# design 1

Design 1, routed clock nets over the placement:
Bar = 100 um.
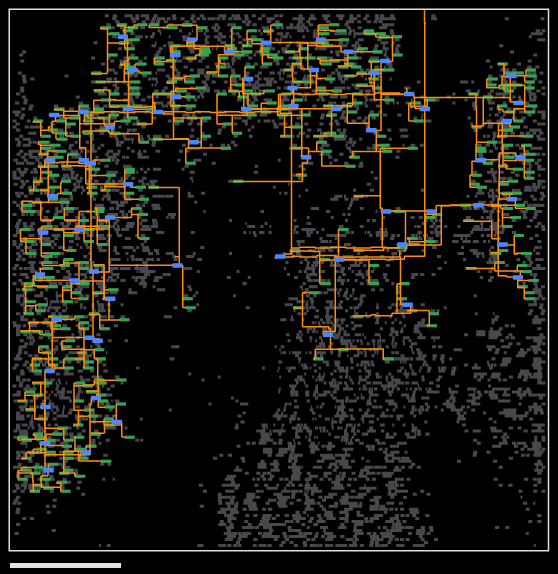

--- src/rtl/gps_csr_pkg.sv ---
// Shared constants for the GPS multi-correlator CSR block: register map,
// field widths, bus FSM encodings and the bus byte-order helper.
package gps_csr_pkg;

  localparam logic [31:0] HW_TAG = 32'h1409_1987;

  localparam int unsigned PRN_W      = 10;
  localparam int unsigned CARR_W     = 29;
  localparam int unsigned CODE_W     = 28;
  localparam int unsigned SLEW_W     = 11;
  localparam int unsigned EPOCH_W    = 11;
  localparam int unsigned ACC_W      = 16;
  localparam int unsigned ACCUM_W    = 6 * ACC_W;
  localparam int unsigned CARRV_W    = 32;
  localparam int unsigned CODE_VAL_W = 21;
  localparam int unsigned TIME_W     = 24;

  // Per-channel register offsets (word address bits [3:0])
  localparam logic [3:0] R_PRN_KEY    = 4'h0;
  localparam logic [3:0] R_CARR_NCO   = 4'h1;
  localparam logic [3:0] R_CODE_NCO   = 4'h2;
  localparam logic [3:0] R_CODE_SLEW  = 4'h3;
  localparam logic [3:0] R_ACC_FIRST  = 4'h4;
  localparam logic [3:0] R_ACC_LAST   = 4'h9;
  localparam logic [3:0] R_CARR_VAL   = 4'hA;
  localparam logic [3:0] R_CODE_VAL   = 4'hB;
  localparam logic [3:0] R_EPOCH      = 4'hC;
  localparam logic [3:0] R_EPOCH_CHK  = 4'hD;
  localparam logic [3:0] R_EPOCH_LOAD = 4'hE;

  // Global word addresses
  localparam logic [7:0] A_CH_LIMIT    = 8'hC0;
  localparam logic [7:0] A_STATUS      = 8'hE0;
  localparam logic [7:0] A_NEW_DATA    = 8'hE1;
  localparam logic [7:0] A_TIC_COUNT   = 8'hE2;
  localparam logic [7:0] A_ACCUM_COUNT = 8'hE3;
  localparam logic [7:0] A_IRQ_MASK    = 8'hE4;
  localparam logic [7:0] A_HW_TAG      = 8'hEF;
  localparam logic [7:0] A_SW_RST      = 8'hF0;
  localparam logic [7:0] A_PROG_TIC    = 8'hF1;
  localparam logic [7:0] A_PROG_ACCUM  = 8'hF2;

  // Bus FSM encodings
  localparam logic [1:0] ST_IDLE = 2'd0;
  localparam logic [1:0] ST_WAIT = 2'd1;
  localparam logic [1:0] ST_ACK  = 2'd2;

  // Bus words are big-endian relative to the internal little-endian word
  function automatic logic [31:0] swap32(input logic [31:0] w);
    return {w[7:0], w[15:8], w[23:16], w[31:24]};
  endfunction

endpackage

--- src/rtl/gps_multi_correlator_csr_if.sv ---
// Wishbone classic slave request/response bundle for the correlator CSR.
interface gps_multi_correlator_csr_if;
  logic [31:0] wb_adr_i;
  logic [31:0] wb_dat_i;
  logic [3:0]  wb_sel_i;
  logic        wb_cyc_i;
  logic        wb_stb_i;
  logic        wb_we_i;
  logic [31:0] wb_dat_o;
  logic        wb_ack_o;

  modport slave (
    input  wb_adr_i, wb_dat_i, wb_sel_i, wb_cyc_i, wb_stb_i, wb_we_i,
    output wb_dat_o, wb_ack_o
  );

  modport master (
    output wb_adr_i, wb_dat_i, wb_sel_i, wb_cyc_i, wb_stb_i, wb_we_i,
    input  wb_dat_o, wb_ack_o
  );
endinterface

--- src/rtl/gps_csr_channel_regs.sv ---
// One tracking channel's writable control registers and their load strobes.
module gps_csr_channel_regs
  import gps_csr_pkg::*;
(
  input  logic               clk,
  input  logic               rst_n,
  input  logic               wr_en,
  input  logic [3:0]         reg_sel,
  input  logic [31:0]        wdata,
  output logic [PRN_W-1:0]   prn_key,
  output logic [CARR_W-1:0]  carr_nco,
  output logic [CODE_W-1:0]  code_nco,
  output logic [SLEW_W-1:0]  code_slew,
  output logic [EPOCH_W-1:0] epoch_load,
  output logic               prn_key_enable,
  output logic               slew_enable,
  output logic               epoch_enable
);

  logic unused_wdata;
  assign unused_wdata = ^wdata[31:CARR_W];

  // Register writes; strobes fire the cycle after the accepted write
  always_ff @(posedge clk or negedge rst_n) begin
    if (!rst_n) begin
      prn_key        <= '0;
      carr_nco       <= '0;
      code_nco       <= '0;
      code_slew      <= '0;
      epoch_load     <= '0;
      prn_key_enable <= 1'b0;
      slew_enable    <= 1'b0;
      epoch_enable   <= 1'b0;
    end else begin
      prn_key_enable <= wr_en && (reg_sel == R_PRN_KEY);
      slew_enable    <= wr_en && (reg_sel == R_CODE_SLEW);
      epoch_enable   <= wr_en && (reg_sel == R_EPOCH_LOAD);
      if (wr_en) begin
        case (reg_sel)
          R_PRN_KEY:    prn_key    <= wdata[PRN_W-1:0];
          R_CARR_NCO:   carr_nco   <= wdata[CARR_W-1:0];
          R_CODE_NCO:   code_nco   <= wdata[CODE_W-1:0];
          R_CODE_SLEW:  code_slew  <= wdata[SLEW_W-1:0];
          R_EPOCH_LOAD: epoch_load <= wdata[EPOCH_W-1:0];
          default: ;
        endcase
      end
    end
  end

endmodule

--- src/rtl/gps_multi_correlator_csr.sv ---
// Wishbone CSR block for a multi-channel GPS correlator: per-channel control
// and readback, global status/new-data latches, time-base programming, irq.
module gps_multi_correlator_csr
  import gps_csr_pkg::*;
#(
  parameter int unsigned NUM_CH    = 4,
  parameter int unsigned ACK_DELAY = 2
) (
  input  logic                         correlator_clk,
  input  logic                         correlator_rstn,
  gps_multi_correlator_csr_if.slave    wb,
  input  logic [NUM_CH-1:0]            ch_dump,
  input  logic [NUM_CH*ACCUM_W-1:0]    ch_accum,
  input  logic [NUM_CH*CARRV_W-1:0]    ch_carrier_val,
  input  logic [NUM_CH*CODE_VAL_W-1:0] ch_code_val,
  input  logic [NUM_CH*EPOCH_W-1:0]    ch_epoch,
  input  logic [NUM_CH*EPOCH_W-1:0]    ch_epoch_check,
  input  logic                         tic_enable,
  input  logic                         accum_enable,
  input  logic [TIME_W-1:0]            tic_count,
  input  logic [TIME_W-1:0]            accum_count,
  output logic [NUM_CH*PRN_W-1:0]      ch_prn_key,
  output logic [NUM_CH*CARR_W-1:0]     ch_carr_nco,
  output logic [NUM_CH*CODE_W-1:0]     ch_code_nco,
  output logic [NUM_CH*SLEW_W-1:0]     ch_code_slew,
  output logic [NUM_CH*EPOCH_W-1:0]    ch_epoch_load,
  output logic [NUM_CH-1:0]            ch_prn_key_enable,
  output logic [NUM_CH-1:0]            ch_slew_enable,
  output logic [NUM_CH-1:0]            ch_epoch_enable,
  output logic [TIME_W-1:0]            prog_tic,
  output logic [TIME_W-1:0]            prog_accum_int,
  output logic                         sw_rst,
  output logic                         irq
);

  localparam logic [2:0] DLY_LAST = (ACK_DELAY > 0) ? 3'(ACK_DELAY - 1) : 3'd0;

  logic [1:0]        state;
  logic [2:0]        wait_cnt;
  logic [31:0]       rd_q;
  logic [31:0]       rd_word;
  logic [31:0]       wdata;
  logic [7:0]        word_adr;
  logic [3:0]        ch_sel;
  logic [3:0]        reg_sel;
  logic              ch_mapped;
  logic              req;
  logic              accept_wr;
  logic              accept_rd;
  logic [1:0]        status;
  logic [1:0]        status_next;
  logic [NUM_CH-1:0] new_data;
  logic [NUM_CH-1:0] new_data_next;
  logic [1:0]        irq_mask;
  logic              unused_bits;

  assign unused_bits = ^{wb.wb_sel_i, wb.wb_adr_i[31:10], wb.wb_adr_i[1:0]};

  assign word_adr  = wb.wb_adr_i[9:2];
  assign ch_sel    = word_adr[7:4];
  assign reg_sel   = word_adr[3:0];
  assign ch_mapped = (word_adr < A_CH_LIMIT) && (32'(ch_sel) < NUM_CH);
  assign wdata     = swap32(wb.wb_dat_i);
  assign req       = wb.wb_cyc_i && wb.wb_stb_i;
  assign accept_wr = (state == ST_IDLE) && req && wb.wb_we_i;
  assign accept_rd = (state == ST_IDLE) && req && !wb.wb_we_i;

  assign wb.wb_ack_o = (state == ST_ACK);
  assign wb.wb_dat_o = rd_q;

  for (genvar g = 0; g < NUM_CH; g++) begin : g_ch
    gps_csr_channel_regs u_regs (
      .clk            (correlator_clk),
      .rst_n          (correlator_rstn),
      .wr_en          (accept_wr && ch_mapped && (ch_sel == 4'(g))),
      .reg_sel        (reg_sel),
      .wdata          (wdata),
      .prn_key        (ch_prn_key[g*PRN_W +: PRN_W]),
      .carr_nco       (ch_carr_nco[g*CARR_W +: CARR_W]),
      .code_nco       (ch_code_nco[g*CODE_W +: CODE_W]),
      .code_slew      (ch_code_slew[g*SLEW_W +: SLEW_W]),
      .epoch_load     (ch_epoch_load[g*EPOCH_W +: EPOCH_W]),
      .prn_key_enable (ch_prn_key_enable[g]),
      .slew_enable    (ch_slew_enable[g]),
      .epoch_enable   (ch_epoch_enable[g])
    );
  end

  // Read mux: internal little-endian word for the addressed register
  always_comb begin
    rd_word = '0;
    if (word_adr < A_CH_LIMIT) begin
      for (int unsigned c = 0; c < NUM_CH; c++) begin
        if (ch_sel == 4'(c)) begin
          case (reg_sel)
            R_PRN_KEY:    rd_word = 32'(ch_prn_key[c*PRN_W +: PRN_W]);
            R_CARR_NCO:   rd_word = 32'(ch_carr_nco[c*CARR_W +: CARR_W]);
            R_CODE_NCO:   rd_word = 32'(ch_code_nco[c*CODE_W +: CODE_W]);
            R_CODE_SLEW:  rd_word = 32'(ch_code_slew[c*SLEW_W +: SLEW_W]);
            R_CARR_VAL:   rd_word = ch_carrier_val[c*CARRV_W +: CARRV_W];
            R_CODE_VAL:   rd_word = 32'(ch_code_val[c*CODE_VAL_W +: CODE_VAL_W]);
            R_EPOCH:      rd_word = 32'(ch_epoch[c*EPOCH_W +: EPOCH_W]);
            R_EPOCH_CHK:  rd_word = 32'(ch_epoch_check[c*EPOCH_W +: EPOCH_W]);
            R_EPOCH_LOAD: rd_word = 32'(ch_epoch_load[c*EPOCH_W +: EPOCH_W]);
            default: begin
              if (reg_sel inside {[R_ACC_FIRST:R_ACC_LAST]})
                rd_word = 32'(ch_accum[c*ACCUM_W + ACC_W*(32'(reg_sel) - 32'd4) +: ACC_W]);
            end
          endcase
        end
      end
    end else begin
      case (word_adr)
        A_STATUS:      rd_word = {30'b0, status};
        A_NEW_DATA:    rd_word = 32'(new_data);
        A_TIC_COUNT:   rd_word = 32'(tic_count);
        A_ACCUM_COUNT: rd_word = 32'(accum_count);
        A_IRQ_MASK:    rd_word = 32'(irq_mask);
        A_HW_TAG:      rd_word = HW_TAG;
        A_PROG_TIC:    rd_word = 32'(prog_tic);
        A_PROG_ACCUM:  rd_word = 32'(prog_accum_int);
        default:       rd_word = '0;
      endcase
    end
  end

  // Bus FSM: latch read data at acceptance, hold it until the ack cycle
  always_ff @(posedge correlator_clk or negedge correlator_rstn) begin
    if (!correlator_rstn) begin
      state    <= ST_IDLE;
      wait_cnt <= '0;
      rd_q     <= '0;
    end else begin
      case (state)
        ST_IDLE: begin
          if (req) begin
            wait_cnt <= '0;
            if (wb.wb_we_i) begin
              rd_q  <= '0;
              state <= ST_ACK;
            end else begin
              rd_q  <= swap32(rd_word);
              state <= (ACK_DELAY == 0) ? ST_ACK : ST_WAIT;
            end
          end
        end
        ST_WAIT: begin
          if (wait_cnt == DLY_LAST) state <= ST_ACK;
          else wait_cnt <= wait_cnt + 3'd1;
        end
        ST_ACK: begin
          rd_q  <= '0;
          state <= ST_IDLE;
        end
        default: state <= ST_IDLE;
      endcase
    end
  end

  // Clear-on-read and sw_rst clear only the old value; a same-cycle event survives
  always_comb begin
    status_next   = (((accept_rd && (word_adr == A_STATUS)) || sw_rst) ? 2'b00 : status)
                    | {accum_enable, tic_enable};
    new_data_next = (((accept_rd && (word_adr == A_NEW_DATA)) || sw_rst) ? '0 : new_data)
                    | ch_dump;
  end

  // Global registers, event latches, sw_rst pulse and registered irq
  always_ff @(posedge correlator_clk or negedge correlator_rstn) begin
    if (!correlator_rstn) begin
      status         <= '0;
      new_data       <= '0;
      irq_mask       <= '0;
      prog_tic       <= '0;
      prog_accum_int <= '0;
      sw_rst         <= 1'b0;
      irq            <= 1'b0;
    end else begin
      status   <= status_next;
      new_data <= new_data_next;
      irq      <= |(status_next & irq_mask);
      sw_rst   <= accept_wr && (word_adr == A_SW_RST);
      if (accept_wr) begin
        case (word_adr)
          A_IRQ_MASK:   irq_mask       <= wdata[1:0];
          A_PROG_TIC:   prog_tic       <= wdata[TIME_W-1:0];
          A_PROG_ACCUM: prog_accum_int <= wdata[TIME_W-1:0];
          default: ;
        endcase
      end
    end
  end

endmodule

--- src/flat_wrapper.sv ---
// flat-port wrapper written by rule: the top's interface ports become plain ports
module gps_multi_correlator_csr_flat import gps_csr_pkg::*;
#(
  parameter int unsigned NUM_CH    = 4,
  parameter int unsigned ACK_DELAY = 2
)
  (correlator_clk, correlator_rstn, ch_dump, ch_accum, ch_carrier_val, ch_code_val, ch_epoch, ch_epoch_check, tic_enable, accum_enable, tic_count, accum_count, ch_prn_key, ch_carr_nco, ch_code_nco, ch_code_slew, ch_epoch_load, ch_prn_key_enable, ch_slew_enable, ch_epoch_enable, prog_tic, prog_accum_int, sw_rst, irq, wb_wb_adr_i, wb_wb_dat_i, wb_wb_sel_i, wb_wb_cyc_i, wb_wb_stb_i, wb_wb_we_i, wb_wb_dat_o, wb_wb_ack_o);
  gps_multi_correlator_csr_if wb_i ();
  input  logic correlator_clk;
  input  logic correlator_rstn;
  input  logic [NUM_CH-1:0] ch_dump;
  input  logic [NUM_CH*ACCUM_W-1:0] ch_accum;
  input  logic [NUM_CH*CARRV_W-1:0] ch_carrier_val;
  input  logic [NUM_CH*CODE_VAL_W-1:0] ch_code_val;
  input  logic [NUM_CH*EPOCH_W-1:0] ch_epoch;
  input  logic [NUM_CH*EPOCH_W-1:0] ch_epoch_check;
  input  logic tic_enable;
  input  logic accum_enable;
  input  logic [TIME_W-1:0] tic_count;
  input  logic [TIME_W-1:0] accum_count;
  output logic [NUM_CH*PRN_W-1:0] ch_prn_key;
  output logic [NUM_CH*CARR_W-1:0] ch_carr_nco;
  output logic [NUM_CH*CODE_W-1:0] ch_code_nco;
  output logic [NUM_CH*SLEW_W-1:0] ch_code_slew;
  output logic [NUM_CH*EPOCH_W-1:0] ch_epoch_load;
  output logic [NUM_CH-1:0] ch_prn_key_enable;
  output logic [NUM_CH-1:0] ch_slew_enable;
  output logic [NUM_CH-1:0] ch_epoch_enable;
  output logic [TIME_W-1:0] prog_tic;
  output logic [TIME_W-1:0] prog_accum_int;
  output logic sw_rst;
  output logic irq;
  input wire logic [$bits(wb_i.wb_adr_i)-1:0] wb_wb_adr_i;
  input wire logic [$bits(wb_i.wb_dat_i)-1:0] wb_wb_dat_i;
  input wire logic [$bits(wb_i.wb_sel_i)-1:0] wb_wb_sel_i;
  input wire logic [$bits(wb_i.wb_cyc_i)-1:0] wb_wb_cyc_i;
  input wire logic [$bits(wb_i.wb_stb_i)-1:0] wb_wb_stb_i;
  input wire logic [$bits(wb_i.wb_we_i)-1:0] wb_wb_we_i;
  output wire logic [$bits(wb_i.wb_dat_o)-1:0] wb_wb_dat_o;
  output wire logic [$bits(wb_i.wb_ack_o)-1:0] wb_wb_ack_o;
  assign wb_i.wb_adr_i = wb_wb_adr_i;
  assign wb_i.wb_dat_i = wb_wb_dat_i;
  assign wb_i.wb_sel_i = wb_wb_sel_i;
  assign wb_i.wb_cyc_i = wb_wb_cyc_i;
  assign wb_i.wb_stb_i = wb_wb_stb_i;
  assign wb_i.wb_we_i = wb_wb_we_i;
  assign wb_wb_dat_o = wb_i.wb_dat_o;
  assign wb_wb_ack_o = wb_i.wb_ack_o;
  gps_multi_correlator_csr #(.NUM_CH(NUM_CH), .ACK_DELAY(ACK_DELAY)) u_core (.correlator_clk(correlator_clk), .correlator_rstn(correlator_rstn), .wb(wb_i), .ch_dump(ch_dump), .ch_accum(ch_accum), .ch_carrier_val(ch_carrier_val), .ch_code_val(ch_code_val), .ch_epoch(ch_epoch), .ch_epoch_check(ch_epoch_check), .tic_enable(tic_enable), .accum_enable(accum_enable), .tic_count(tic_count), .accum_count(accum_count), .ch_prn_key(ch_prn_key), .ch_carr_nco(ch_carr_nco), .ch_code_nco(ch_code_nco), .ch_code_slew(ch_code_slew), .ch_epoch_load(ch_epoch_load), .ch_prn_key_enable(ch_prn_key_enable), .ch_slew_enable(ch_slew_enable), .ch_epoch_enable(ch_epoch_enable), .prog_tic(prog_tic), .prog_accum_int(prog_accum_int), .sw_rst(sw_rst), .irq(irq));
endmodule
--- config.mk ---
export PLATFORM = sky130hd
export DESIGN_NAME = gps_multi_correlator_csr_flat
export DESIGN_NICKNAME = d
export VERILOG_FILES = /design/src/rtl/gps_csr_pkg.sv /design/src/rtl/gps_multi_correlator_csr_if.sv /design/src/rtl/gps_csr_channel_regs.sv /design/src/rtl/gps_multi_correlator_csr.sv /design/src/flat_wrapper.sv
export SDC_FILE = /design/constraint.sdc
export NUM_CORES = 1
export LEC_CHECK = 0
export CORE_AREA = 2 2 484 486
export CTS_CLUSTER_SIZE = 30
export DETAILED_ROUTE_END_ITERATION = 8
export DIE_AREA = 0 0 486 488
export MAX_ROUTING_LAYER = met4
export PLACE_DENSITY = 0.4
export SLEW_MARGIN = 0
export SYNTH_ARGS = -nofsm -noshare
export SYNTH_HDL_FRONTEND = slang
export SYNTH_HIERARCHICAL = 1
export SYNTH_SLANG_ARGS = --single-unit
--- constraint.sdc ---
create_clock -name correlator_clk -period 2.8 [get_ports correlator_clk]
set_input_delay 0.28 -clock correlator_clk [delete_from_list [all_inputs] [get_ports correlator_clk]]
set_output_delay 0.28 -clock correlator_clk [all_outputs]
set_load 0.01 [all_outputs]
# design 2

## config.mk

```make
export PLATFORM = sky130hd
export DESIGN_NAME = wb_arbiter_flat
export DESIGN_NICKNAME = d
export VERILOG_FILES = /design/src/rtl/wb_arbiter_if.sv /design/src/rtl/wb_arbiter.sv /design/src/flat_wrapper.sv
export SDC_FILE = /design/constraint.sdc
export NUM_CORES = 1
export LEC_CHECK = 0
export CAP_MARGIN = 40
export CORE_ASPECT_RATIO = 1.2
export CORE_MARGIN = 10
export CORE_UTILIZATION = 49
export CTS_CLUSTER_SIZE = 16
export DETAILED_ROUTE_END_ITERATION = 10
export GPL_TIMING_DRIVEN = 0
export PLACE_DENSITY = 0.83
export SLEW_MARGIN = 20
export SYNTH_ARGS = -nofsm -noshare
export SYNTH_HDL_FRONTEND = slang
export SYNTH_SLANG_ARGS = --single-unit
export TNS_END_PERCENT = 50
```

## constraint.sdc

```tcl
create_clock -name clk -period 4.08 [get_ports clk]
set_clock_uncertainty 0.2 [all_clocks]
set_input_delay 0.816 -clock clk [delete_from_list [all_inputs] [get_ports clk]]
set_output_delay 0.816 -clock clk [all_outputs]
set_load 0.02 [all_outputs]
```

## src/rtl/wb_arbiter_if.sv

```systemverilog
// Bundle of the write-back arbiter's request/grant and register-file signals.
// The slave modport is the arbiter's view; master is the requester/stall side.
interface wb_arbiter_if #(
    parameter int unsigned N_REQ      = 8,
    parameter int unsigned REG_ADDR_W = 5
);
    logic [N_REQ-1:0]            i_req_valid;
    logic [N_REQ*REG_ADDR_W-1:0] i_req_rd;
    logic                        i_wb_hold;
    logic [N_REQ-1:0]            o_req_ready;
    logic [2:0]                  o_mux_sel;
    logic                        o_wb_we;
    logic [REG_ADDR_W-1:0]       o_wb_rd;
    logic                        o_busy;

    modport master (
        output i_req_valid, i_req_rd, i_wb_hold,
        input  o_req_ready, o_mux_sel, o_wb_we, o_wb_rd, o_busy
    );

    modport slave (
        input  i_req_valid, i_req_rd, i_wb_hold,
        output o_req_ready, o_mux_sel, o_wb_we, o_wb_rd, o_busy
    );
endinterface

```

## src/rtl/wb_arbiter.sv

```systemverilog
// Round-robin write-back arbiter: grants one result producer per cycle and drives
// the result-mux select, register-file write enable/address and a retire pulse.
module wb_arbiter #(
    parameter int unsigned N_REQ       = 8,
    parameter int unsigned REG_ADDR_W  = 5,
    parameter bit          FIXED_PRIO0 = 1'b0
) (
    input logic         clk,
    input logic         arstn,
    wb_arbiter_if.slave bus
);
    localparam int unsigned SelW = 3;

    typedef enum logic [0:0] {StIdle, StGrant} state_e;

    state_e                state_q, state_d;
    logic [SelW-1:0]       grant_q, grant_d;
    logic [SelW-1:0]       rr_ptr_q, rr_ptr_d;
    logic [REG_ADDR_W-1:0] rd_q, rd_d;
    logic [SelW:0]         win;
    logic [N_REQ-1:0]      grant_oh;
    logic                  fire;
    logic [REG_ADDR_W-1:0] req_rd [N_REQ];

    // Returns {found, index}; search starts at ptr and wraps through the 3-bit index.
    function automatic logic [SelW:0] pick(input logic [N_REQ-1:0] valid,
                                           input logic [SelW-1:0]  ptr);
        logic [SelW:0]   res;
        logic [SelW-1:0] idx;
        res = '0;
        if (FIXED_PRIO0 && valid[0]) begin
            res = {1'b1, {SelW{1'b0}}};
        end else begin
            for (int k = N_REQ - 1; k >= 0; k--) begin
                idx = ptr + SelW'(k);
                if (valid[idx]) res = {1'b1, idx};
            end
        end
        return res;
    endfunction

    always_comb begin
        for (int i = 0; i < N_REQ; i++) begin
            req_rd[i] = bus.i_req_rd[i*REG_ADDR_W +: REG_ADDR_W];
        end
    end

    assign grant_oh = N_REQ'(1) << grant_q;

    always_comb begin
        state_d  = state_q;
        grant_d  = grant_q;
        rd_d     = rd_q;
        rr_ptr_d = rr_ptr_q;
        win      = '0;
        unique case (state_q)
            StIdle: begin
                win = pick(bus.i_req_valid, rr_ptr_q);
                if (win[SelW]) begin
                    state_d = StGrant;
                    grant_d = win[SelW-1:0];
                    rd_d    = req_rd[win[SelW-1:0]];
                end
            end
            StGrant: begin
                if (!bus.i_wb_hold) begin
                    // A fixed-priority win by requester 0 leaves the rotation untouched.
                    if (!(FIXED_PRIO0 && grant_q == '0)) rr_ptr_d = grant_q + SelW'(1);
                    win = pick(bus.i_req_valid & ~grant_oh, rr_ptr_d);
                    if (win[SelW]) begin
                        grant_d = win[SelW-1:0];
                        rd_d    = req_rd[win[SelW-1:0]];
                    end else begin
                        state_d = StIdle;
                    end
                end
            end
            default: state_d = StIdle;
        endcase
    end

    always_ff @(posedge clk) begin
        if (!arstn) begin
            state_q  <= StIdle;
            grant_q  <= '0;
            rr_ptr_q <= '0;
            rd_q     <= '0;
        end else begin
            state_q  <= state_d;
            grant_q  <= grant_d;
            rr_ptr_q <= rr_ptr_d;
            rd_q     <= rd_d;
        end
    end

    // Reset also masks the retire so an in-flight request is never acknowledged.
    assign fire = arstn && (state_q == StGrant) && !bus.i_wb_hold;

    assign bus.o_req_ready = fire ? grant_oh : '0;
    assign bus.o_wb_we     = fire && (rd_q != '0);
    assign bus.o_mux_sel   = grant_q;
    assign bus.o_wb_rd     = rd_q;
    assign bus.o_busy      = (state_q == StGrant);
endmodule

```

## src/flat_wrapper.sv

```systemverilog
// flat-port wrapper written by rule: the top's interface ports become plain ports
module wb_arbiter_flat 
#(
    parameter int unsigned N_REQ       = 8,
    parameter int unsigned REG_ADDR_W  = 5,
    parameter bit          FIXED_PRIO0 = 1'b0
)
  (clk, arstn, bus_i_req_valid, bus_i_req_rd, bus_i_wb_hold, bus_o_req_ready, bus_o_mux_sel, bus_o_wb_we, bus_o_wb_rd, bus_o_busy);
  wb_arbiter_if #(.N_REQ(N_REQ), .REG_ADDR_W(REG_ADDR_W)) bus_i ();
  input logic clk;
  input logic arstn;
  input wire logic [$bits(bus_i.i_req_valid)-1:0] bus_i_req_valid;
  input wire logic [$bits(bus_i.i_req_rd)-1:0] bus_i_req_rd;
  input wire logic [$bits(bus_i.i_wb_hold)-1:0] bus_i_wb_hold;
  output wire logic [$bits(bus_i.o_req_ready)-1:0] bus_o_req_ready;
  output wire logic [$bits(bus_i.o_mux_sel)-1:0] bus_o_mux_sel;
  output wire logic [$bits(bus_i.o_wb_we)-1:0] bus_o_wb_we;
  output wire logic [$bits(bus_i.o_wb_rd)-1:0] bus_o_wb_rd;
  output wire logic [$bits(bus_i.o_busy)-1:0] bus_o_busy;
  assign bus_i.i_req_valid = bus_i_req_valid;
  assign bus_i.i_req_rd = bus_i_req_rd;
  assign bus_i.i_wb_hold = bus_i_wb_hold;
  assign bus_o_req_ready = bus_i.o_req_ready;
  assign bus_o_mux_sel = bus_i.o_mux_sel;
  assign bus_o_wb_we = bus_i.o_wb_we;
  assign bus_o_wb_rd = bus_i.o_wb_rd;
  assign bus_o_busy = bus_i.o_busy;
  wb_arbiter #(.N_REQ(N_REQ), .REG_ADDR_W(REG_ADDR_W), .FIXED_PRIO0(FIXED_PRIO0)) u_core (.clk(clk), .arstn(arstn), .bus(bus_i));
endmodule
```

# design 3

### src/rtl/brom_reader.sv
// Purpose: walks len consecutive ROM addresses from base (mod 2^ADDR_W) and streams the words out.
// Latency: start sampled -> rom_addr=base next cycle -> first out_valid three cycles after start.
// Backpressure: out_ready stalls issue through a 2-entry skid FIFO; no word is dropped or repeated.
//
// Ports: clock/reset (async active-low); start/base/len command (taken only when idle);
// busy/done status; rom_addr/rom_data to the registered-read ROM; out_valid/out_ready/
// out_data/out_last output stream.

// Small generic FIFO (DEPTH must be a power of two). Head word is visible
// combinationally; storage resets to zero so the head reads 0 after reset.
module brom_fifo #(
  parameter int WIDTH = 8,
  parameter int DEPTH = 2
) (
  input  logic                         clock,
  input  logic                         reset,
  input  logic                         push,
  input  logic [WIDTH-1:0]             push_dat,
  input  logic                         pop,
  output logic [WIDTH-1:0]             head_dat,
  output logic [$clog2(DEPTH+1)-1:0]   count
);
  localparam int PW = (DEPTH > 1) ? $clog2(DEPTH) : 1;
  localparam int CW = $clog2(DEPTH + 1);

  logic [WIDTH-1:0] mem [DEPTH];
  logic [PW-1:0]    wr_ptr;
  logic [PW-1:0]    rd_ptr;
  logic             full;
  logic             do_pop;

  assign head_dat = mem[rd_ptr];
  assign full     = (count == CW'(DEPTH));
  assign do_pop   = pop && (count != '0);

  always_ff @(posedge clock or negedge reset) begin
    if (!reset) begin
      for (int i = 0; i < DEPTH; i++) mem[i] <= '0;
      wr_ptr <= '0;
      rd_ptr <= '0;
      count  <= '0;
    end else begin
      if (push) begin
        mem[wr_ptr] <= push_dat;
        wr_ptr      <= wr_ptr + PW'(1);
      end
      if (do_pop) rd_ptr <= rd_ptr + PW'(1);
      case ({push, do_pop})
        2'b10:   count <= count + CW'(1);
        2'b01:   count <= count - CW'(1);
        default: count <= count;
      endcase
    end
  end

  // The producer gates its pushes on occupancy, so a push into a full FIFO is a design bug.
  a_no_overflow: assert property (@(posedge clock) disable iff (!reset) !(push && full));
endmodule

module brom_reader #(
  parameter int ADDR_W = 10,
  parameter int DATA_W = 16
) (
  input  logic              clock,
  input  logic              reset,
  input  logic              start,
  input  logic [ADDR_W-1:0] base,
  input  logic [ADDR_W:0]   len,
  output logic              busy,
  output logic              done,
  output logic [ADDR_W-1:0] rom_addr,
  input  logic [DATA_W-1:0] rom_data,
  output logic              out_valid,
  input  logic              out_ready,
  output logic [DATA_W-1:0] out_data,
  output logic              out_last
);
  localparam int CNT_W = ADDR_W + 1;

  typedef enum logic [1:0] {IDLE, ISSUE, DRAIN} state_t;

  typedef struct packed {
    logic              last;
    logic [DATA_W-1:0] data;
  } word_t;

  state_t           state;
  logic [CNT_W-1:0] remaining;
  logic             in_flight;
  logic             in_flight_last;
  word_t            push_word;
  word_t            head;
  logic [1:0]       fifo_count;
  logic [2:0]       occupancy;
  logic             pop;
  logic             issue;
  logic             issue_last;

  assign pop        = out_valid && out_ready;
  assign occupancy  = {1'b0, fifo_count} + {2'b00, in_flight};
  // Issue only if the word it produces is guaranteed a FIFO slot two edges later,
  // counting a slot freed by a pop happening this cycle.
  assign issue      = (state == ISSUE) && ((occupancy - {2'b00, pop}) < 3'd2);
  assign issue_last = (remaining == CNT_W'(1));

  assign push_word  = {in_flight_last, rom_data};
  assign out_valid  = (fifo_count != 2'd0);
  assign out_data   = head.data;
  assign out_last   = out_valid && head.last;

  brom_fifo #(.WIDTH($bits(word_t)), .DEPTH(2)) u_fifo (
    .clock    (clock),
    .reset    (reset),
    .push     (in_flight),
    .push_dat (push_word),
    .pop      (pop),
    .head_dat (head),
    .count    (fifo_count)
  );

  always_ff @(posedge clock or negedge reset) begin
    if (!reset) begin
      state          <= IDLE;
      busy           <= 1'b0;
      done           <= 1'b0;
      rom_addr       <= '0;
      remaining      <= '0;
      in_flight      <= 1'b0;
      in_flight_last <= 1'b0;
    end else begin
      done           <= 1'b0;
      // The ROM read issued this cycle lands on rom_data next cycle and is pushed at the following edge.
      in_flight      <= issue;
      in_flight_last <= issue && issue_last;
      case (state)
        IDLE: begin
          if (start) begin
            if (len != '0) begin
              rom_addr  <= base;
              remaining <= len;
              state     <= ISSUE;
              busy      <= 1'b1;
            end else begin
              done <= 1'b1;
            end
          end
        end
        ISSUE: begin
          // rom_addr is the address being presented; it advances only when consumed,
          // and stays on the final address once the last one is issued.
          if (issue) begin
            remaining <= remaining - CNT_W'(1);
            if (issue_last) state <= DRAIN;
            else            rom_addr <= rom_addr + ADDR_W'(1);
          end
        end
        DRAIN: begin
          if (pop && out_last) begin
            state <= IDLE;
            busy  <= 1'b0;
            done  <= 1'b1;
          end
        end
        default: begin
          state <= IDLE;
          busy  <= 1'b0;
        end
      endcase
    end
  end
endmodule

### config.mk
export PLATFORM = sky130hd
export DESIGN_NAME = brom_reader
export DESIGN_NICKNAME = d
export VERILOG_FILES = /design/src/rtl/brom_reader.sv
export SDC_FILE = /design/constraint.sdc
export NUM_CORES = 1
export LEC_CHECK = 0
export CORE_MARGIN = 2
export CORE_UTILIZATION = 58
export DETAILED_ROUTE_END_ITERATION = 10
export DONT_BUFFER_PORTS = 1
export PLACE_DENSITY = 0.74
export RECOVER_POWER = 50
export SYNTH_ARGS = -nofsm -noshare
export SYNTH_HDL_FRONTEND = slang
export SYNTH_SLANG_ARGS = --single-unit
### constraint.sdc
create_clock -name clock -period 3.21 [get_ports clock]
set_input_delay 0.321 -clock clock [delete_from_list [all_inputs] [get_ports clock]]
set_output_delay 0.321 -clock clock [all_outputs]
set_load 0.02 [all_outputs]
Design 1, routing congestion map:
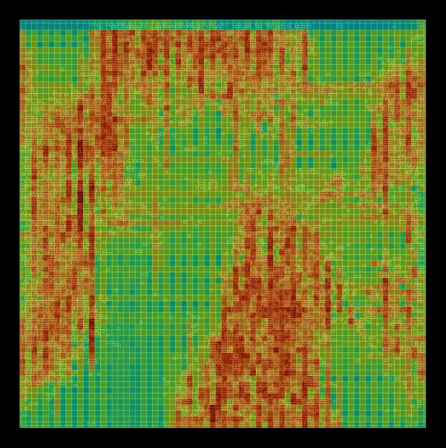
met1 routing resource usage after global routing: 33.7%
met3 track demand over resource in global routing: 6.98%
routed wirelength normalized by instance count: 41.0 um
met2 GRT Util: 41.2%

About 'routed clock nets over the placement' of design 1:
legend:
  cells driving clock nets:
    colour: blue
    count: 66
  flip-flops:
    colour: green
    count: 463
  clock wires:
    colour: orange
    length: 9,850 um
routed clock nets: 67
flops lie: all over the die

==> run_results.csv, design 1 <==
group,metric,value,unit
floorplanning,dieWidth,486,um
critical_path,timing.critical_path.cells,"clkdlybuf4s50_1, or4b_4, nand3_1, buf_4, a21oi_1, a221oi_1, buf_4, nand4_1, buf_12, a31oi_1, o211ai_1",
timing,setup_viol,0,
yosys,synthesis.nets,3566,
yosys,post_synth_xor_area_fraction,0.292,%
finish,final.fill_count,24700,
status,outcome,"completed",
yosys,synthTopCellsByArea,"sky130_fd_sc_hd__dfrtp_1 36%, sky130_fd_sc_hd__mux4_2 15%, sky130_fd_sc_hd__mux2_2 14%",
detailed_routing,detailroute.wirelength.met3,25500,um
detailed_routing,ant_nets,0,
critical_path,worst_path_most_repeated_cell,"sky130_fd_sc_hd__buf_4",
floorplanning,fp_util,13.9,%
timing,fin_setup_tns,0,ps
grt,grt_antenna_before_repair,137,
finish,synthToLayoutAreaGrowth,76.1,%
yosys,area_fraction_in_compound_gates_after_synthesis,16.9,%
timing,max_clock_freq,0.370,GHz
finish,final_cell_mix,"1,214 x sky130_fd_sc_hd__clkdlybuf4s50_1, 627 x sky130_fd_sc_hd__buf_4, 463 x sky130_fd_sc_hd__dfrtp_1",
floorplanning,total_die_size,237000,um^2
finish,largest_registers,"u_core/g_ch.u_regs/carr_nco x116, u_core/g_ch.u_regs/code_nco x112",
clock_network,clkSlewWorstSetupHoldPaths,60,ps
==> design 1: through the flow <==
stage,hold WS [ps],setup slack [ps],instances
after floorplan,-15.6,-9.51,2744
after global placement,217,-1170,7489
after detailed placement,217,-1170,7489
after CTS,40.6,-18.5,7614
after global routing,81.6,59.2,7669
final,95.5,99.0,7689
==> design 1: cell type report <==
| type | instances | area, um^2 | share of cell area, % |
|---|---|---|---|
| antenna | 74 | 185 | 0.327 |
| sequential | 463 | 11600 | 20.5 |
| inverter | 17 | 66.3 | 0.117 |
| clock buffer | 89 | 1860 | 3.28 |
| tap | 3043 | 3810 | 6.72 |
| clock inverter | 28 | 388 | 0.685 |
| multi-input combinational | 2011 | 19700 | 34.7 |
| timing repair buffer | 1964 | 19100 | 33.7 |
==> design 1: kinds of logic after synthesis <==
logic type,after synthesis
compound gates,752
fa+ha+maj,11
mux,786
simple gates,453
flops,463
xor+xnor,9
buf+inv,270
==> design 1: power breakdown <==
group / internal, uW / switching (uW) / leakage, uW
Combinational: 3300 / 3780 / 0.0158
Sequential: 6860 / 181 / 0.00642
Clock: 5350 / 3810 / 0.00109
Design 3, routed clock nets over the placement:
Bar = 20 um.
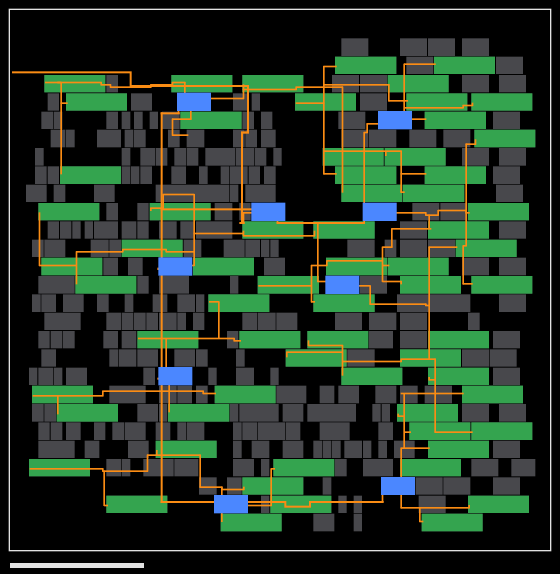
legend:
  flip-flops:
    colour: green
    count: 65
  clock wires:
    colour: orange
    length: 822 um
  cells driving clock nets:
    colour: blue
    count: 9
routed clock nets: 10
flops lie: all over the die

==> run_results.csv, design 3 <==
group,metric,value,unit
status,outcome,"complete, but fails checks",
status,violated_checks,"max-capacitance violations, max-slew violations",
yosys,synth-main-ff-cell,"sky130_fd_sc_hd__dfrtp_1",
timing,slew_violations,66,
yosys,yosys.area.top_type_share,48.1,%
timing,hold-worst-slack,126,ps
finish,final_nets,355,
pwr,p_clk_share,17.7,%
pwr,pwr-share-seq,38.0,%
clock_network,cts.path.max_buffers,2,
job,cap_viol_max_count,1,
yosys,synth_warnings,0,
clock_network,root_buffer,"sky130_fd_sc_hd__clkbuf_8",
job,tool_warnings,27,
clock_network,cts-buffers-inserted,9,
floorplanning,total_die_size,6450,um^2
detailed_routing,met2WireLength,3290,um
placed_design,dpl.hpwl,4670,um
pwr,netSwitchingFraction,42.3,%
## design 3: cell families after synthesis
family / after synthesis / synth area share, %
and+or+nand+nor: 78 / 12.4
AOI/OAI and AO/OA: 72 / 14.5
DFF: 65 / 48.1
muxes: 51 / 17.0
buffers and inverters: 27 / 3.96
xor gates and xnor gates: 6 / 1.56
adders and majority gates: 6 / 2.44
## design 3: sequential cells by signal, indices dropped and copies added, names as in the netlist, 2 cells and up
register,cells
state,2
remaining,11
u_fifo.count,2
rom_addr,10
u_fifo.mem,34
## design 3: power groups by stage
| stage | registers (uW) | clock network (uW) | logic (uW) |
|---|---|---|---|
| after floorplan | 1510 | 0 | 1670 |
| after global placement | 1620 | 0 | 1820 |
| after detailed placement | 1650 | 0 | 1870 |
| after CTS | 1630 | 780 | 1900 |
| after global routing | 1700 | 821 | 2120 |
| final | 1630 | 762 | 1910 |
## design 3: worst paths after layout
check / to / startpoint / cells past startpoint
max in group asynchronous: rom_addr[5] / reset / 2
min reg2reg: u_fifo.mem[16] / in_flight_last / 1
max reg2reg: remaining[4] / u_fifo.count[0] / 11
max: remaining[4] / u_fifo.count[0] / 11
min in group asynchronous: u_fifo.mem[22] / reset / 2
min: u_fifo.mem[14] / rom_data[14] / 1
Design 2, register map, names as in the netlist:
Bar = 20 um. Other sequential cells in the stronger grey, the rest of the logic in the fainter grey.
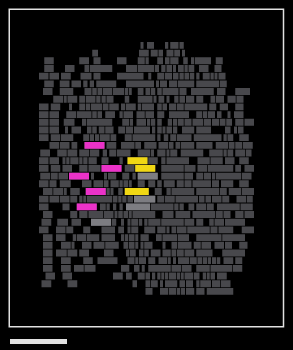
legend:
  u_core.bus.o_wb_rd:
    colour: magenta
    placed_flops: 5
  u_core.bus.o_mux_sel:
    colour: yellow
    placed_flops: 3
not coloured: 4
sequential cell area share: 4.95%
sequential cell area in the final layout: 249 um^2
fin util: 73.3%
power of the sequential group: 218 uW

Design 2, routed clock nets over the placement:
Bar = 20 um.
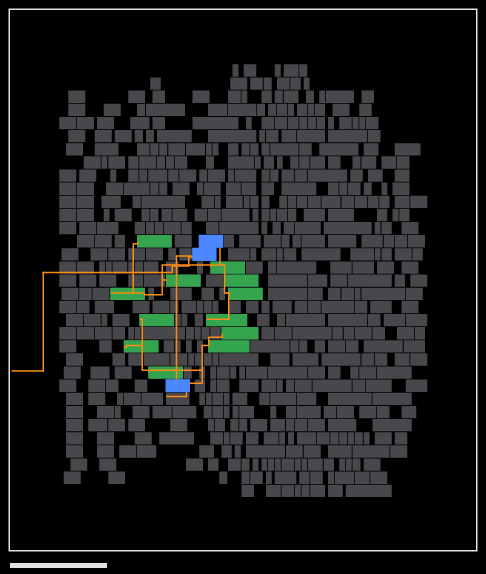
legend:
  flip-flops:
    colour: green
    count: 12
  cells driving clock nets:
    colour: blue
    count: 3
  clock wires:
    colour: orange
    length: 220 um
routed clock nets: 4

==> run_results.csv, design 2 <==
group,metric,value,unit
grt,first_global_vias,4204,
timing,period_used_share,97.6,%
timing,layout_min_cycle_time,3980,ps
timing,post-route-worst-setup-slack,99.4,ps
critical_path,cp_slowest_stage_delay,490,ps
timing,slew_violations,0,
critical_path,startpoint,"u_core.rr_ptr_q[1]",
grt,groute.layer.met1.usage,26.2,%
clock_network,clock_sink_total,12,
status,outcome,"completed",
pwr,combinational_power_share,92.8,%
critical_path,timing.critical_path.cells,"buf_8, buf_8, clkinvlp_4, ha_4, buf_12, mux4_2, mux2_4, nor4_4, nor4_1, o221ai_1, buf_4, buf_12, mux2i_2, mux2i_1, a221oi_2, o31ai_2",
min_path,whs_path_depth,2,
pwr,power,4860,uW
pwr,power.switching,2490,uW
detailed_routing,met2WireLength,6210,um
detailed_routing,highest_metal_used,"met4",
placed_design,io_buffer_count,68,
yosys,synth_flop_count,12,
==> design 2: logic make-up (layout without fill, tap and decap cells) <==
group | count (synthesis) | in the layout | synth area share [%]
multiplexers | 88 | 88 | 32.0
buffers and inverters | 46 | 144 | 6.43
AND-OR/OR-AND | 128 | 128 | 26.1
AND/OR/NAND/NOR | 153 | 153 | 22.4
adder cells (fa/ha/maj) | 10 | 10 | 3.64
flip-flops | 12 | 12 | 6.98
XOR/XNOR | 8 | 8 | 2.47
==> design 2: registers in the layout, summed over array words and instances (netlist names) <==
signal and count:
u_core.rr_ptr_q 3, u_core.bus.o_wb_rd 5, u_core.bus.o_busy 1, u_core.bus.o_mux_sel 3
==> design 2: cells in the mapped netlist, drive strengths merged (4+ instances only) <==
cell type and n:
mux4 16, nor3 9, o211ai 10, mux2i 57, a21oi 22, and2 7
o221ai 4, xnor2 5, nand2 35, inv 13, a211oi 8, buf 17
ha 10, a31oi 7, dfxtp 12, clkbuf 15, o22ai 6, nand2b 5
nor2b 11, and3 9, mux2 15, a211o 5, nand3 19, o21ai 25
a221oi 4, nor2 37


==> notes/layouts.md <==
Pictures saved along the way, in no particular order.

Placed cells, one colour a class.
(a)
Bar = 100 um.
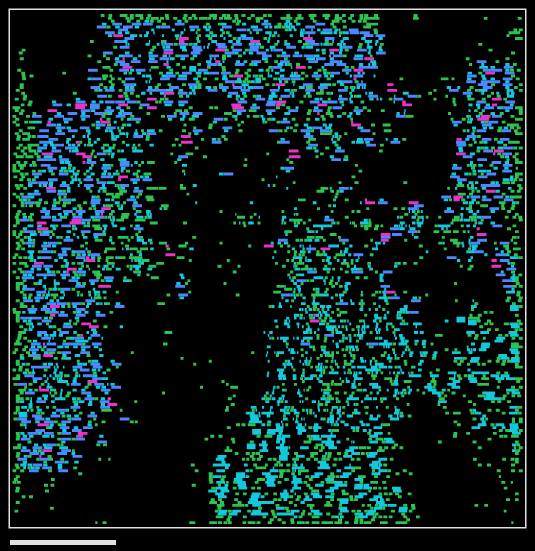
(b)
Bar = 20 um.
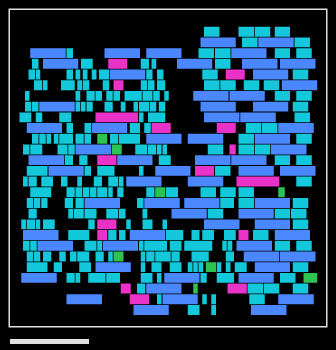
(c)
Bar = 20 um.
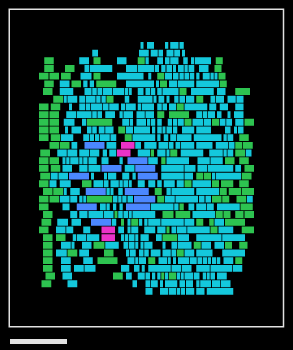
For design 3, see (b).
For design 2, see (c).
For design 1, see (a).
- most cells: (a)

Key to (c):
legend:
  clock drivers and dummy loads:
    colour: magenta
    cells: 4
    share_of_their_area: 1.1%
  flip-flops:
    colour: blue
    cells: 12
    share_of_their_area: 5.1%
  all other logic:
    colour: cyan
    cells: 401
    share_of_their_area: 69%
  other buffers and delay cells:
    colour: green
    cells: 126
    share_of_their_area: 25%


==> screenshots <==
Gate-type map.
panel A
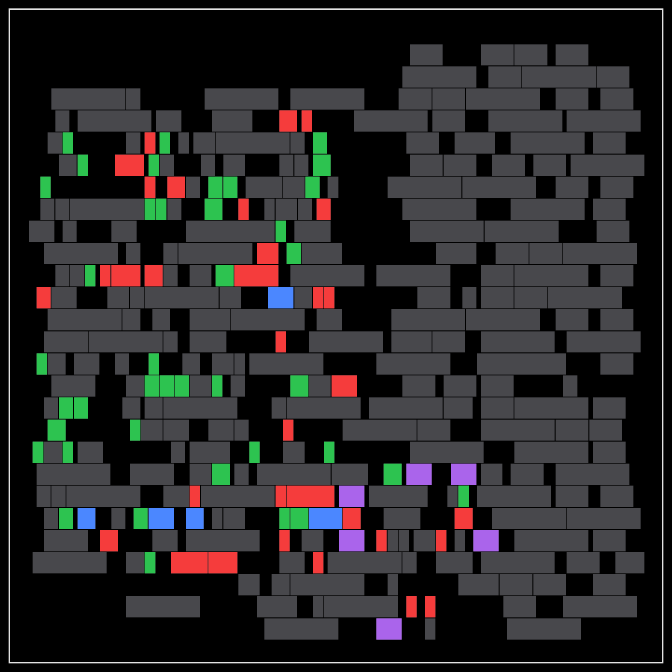
panel B
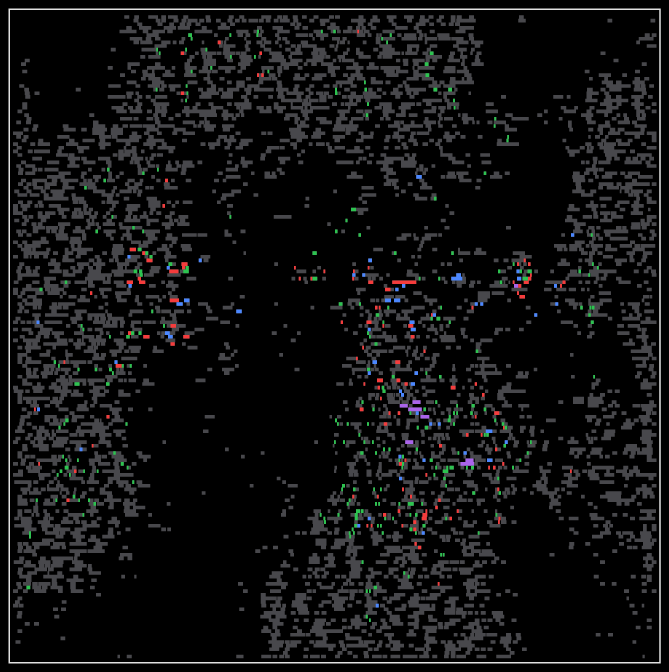
panel C
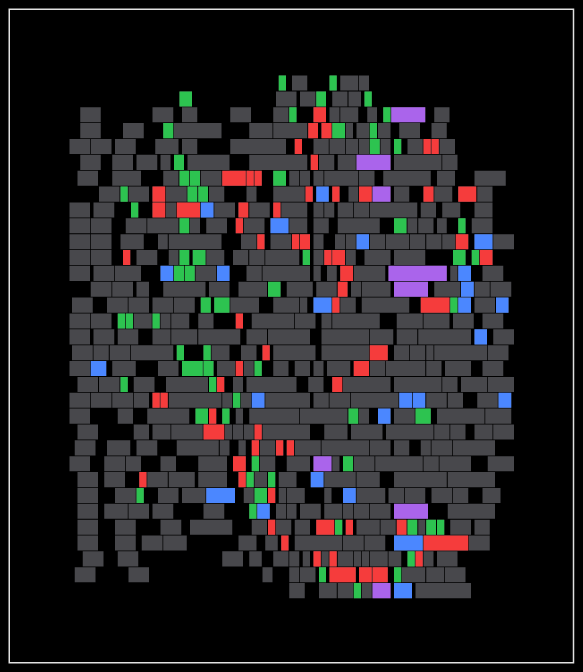
panel C: design 2
panel B: design 1
panel A: design 3
The one with the fewest cells is panel A.
The one with the most cells is panel B.

Key to panel C:
legend:
  XOR/XNOR gates:
    colour: purple
    cells: 8
  NOR gates:
    colour: red
    cells: 64
  AND and OR gates:
    colour: blue
    cells: 25
  NAND gates:
    colour: green
    cells: 64

Power figures rest on the tool's default switching activity, not on a simulated workload.
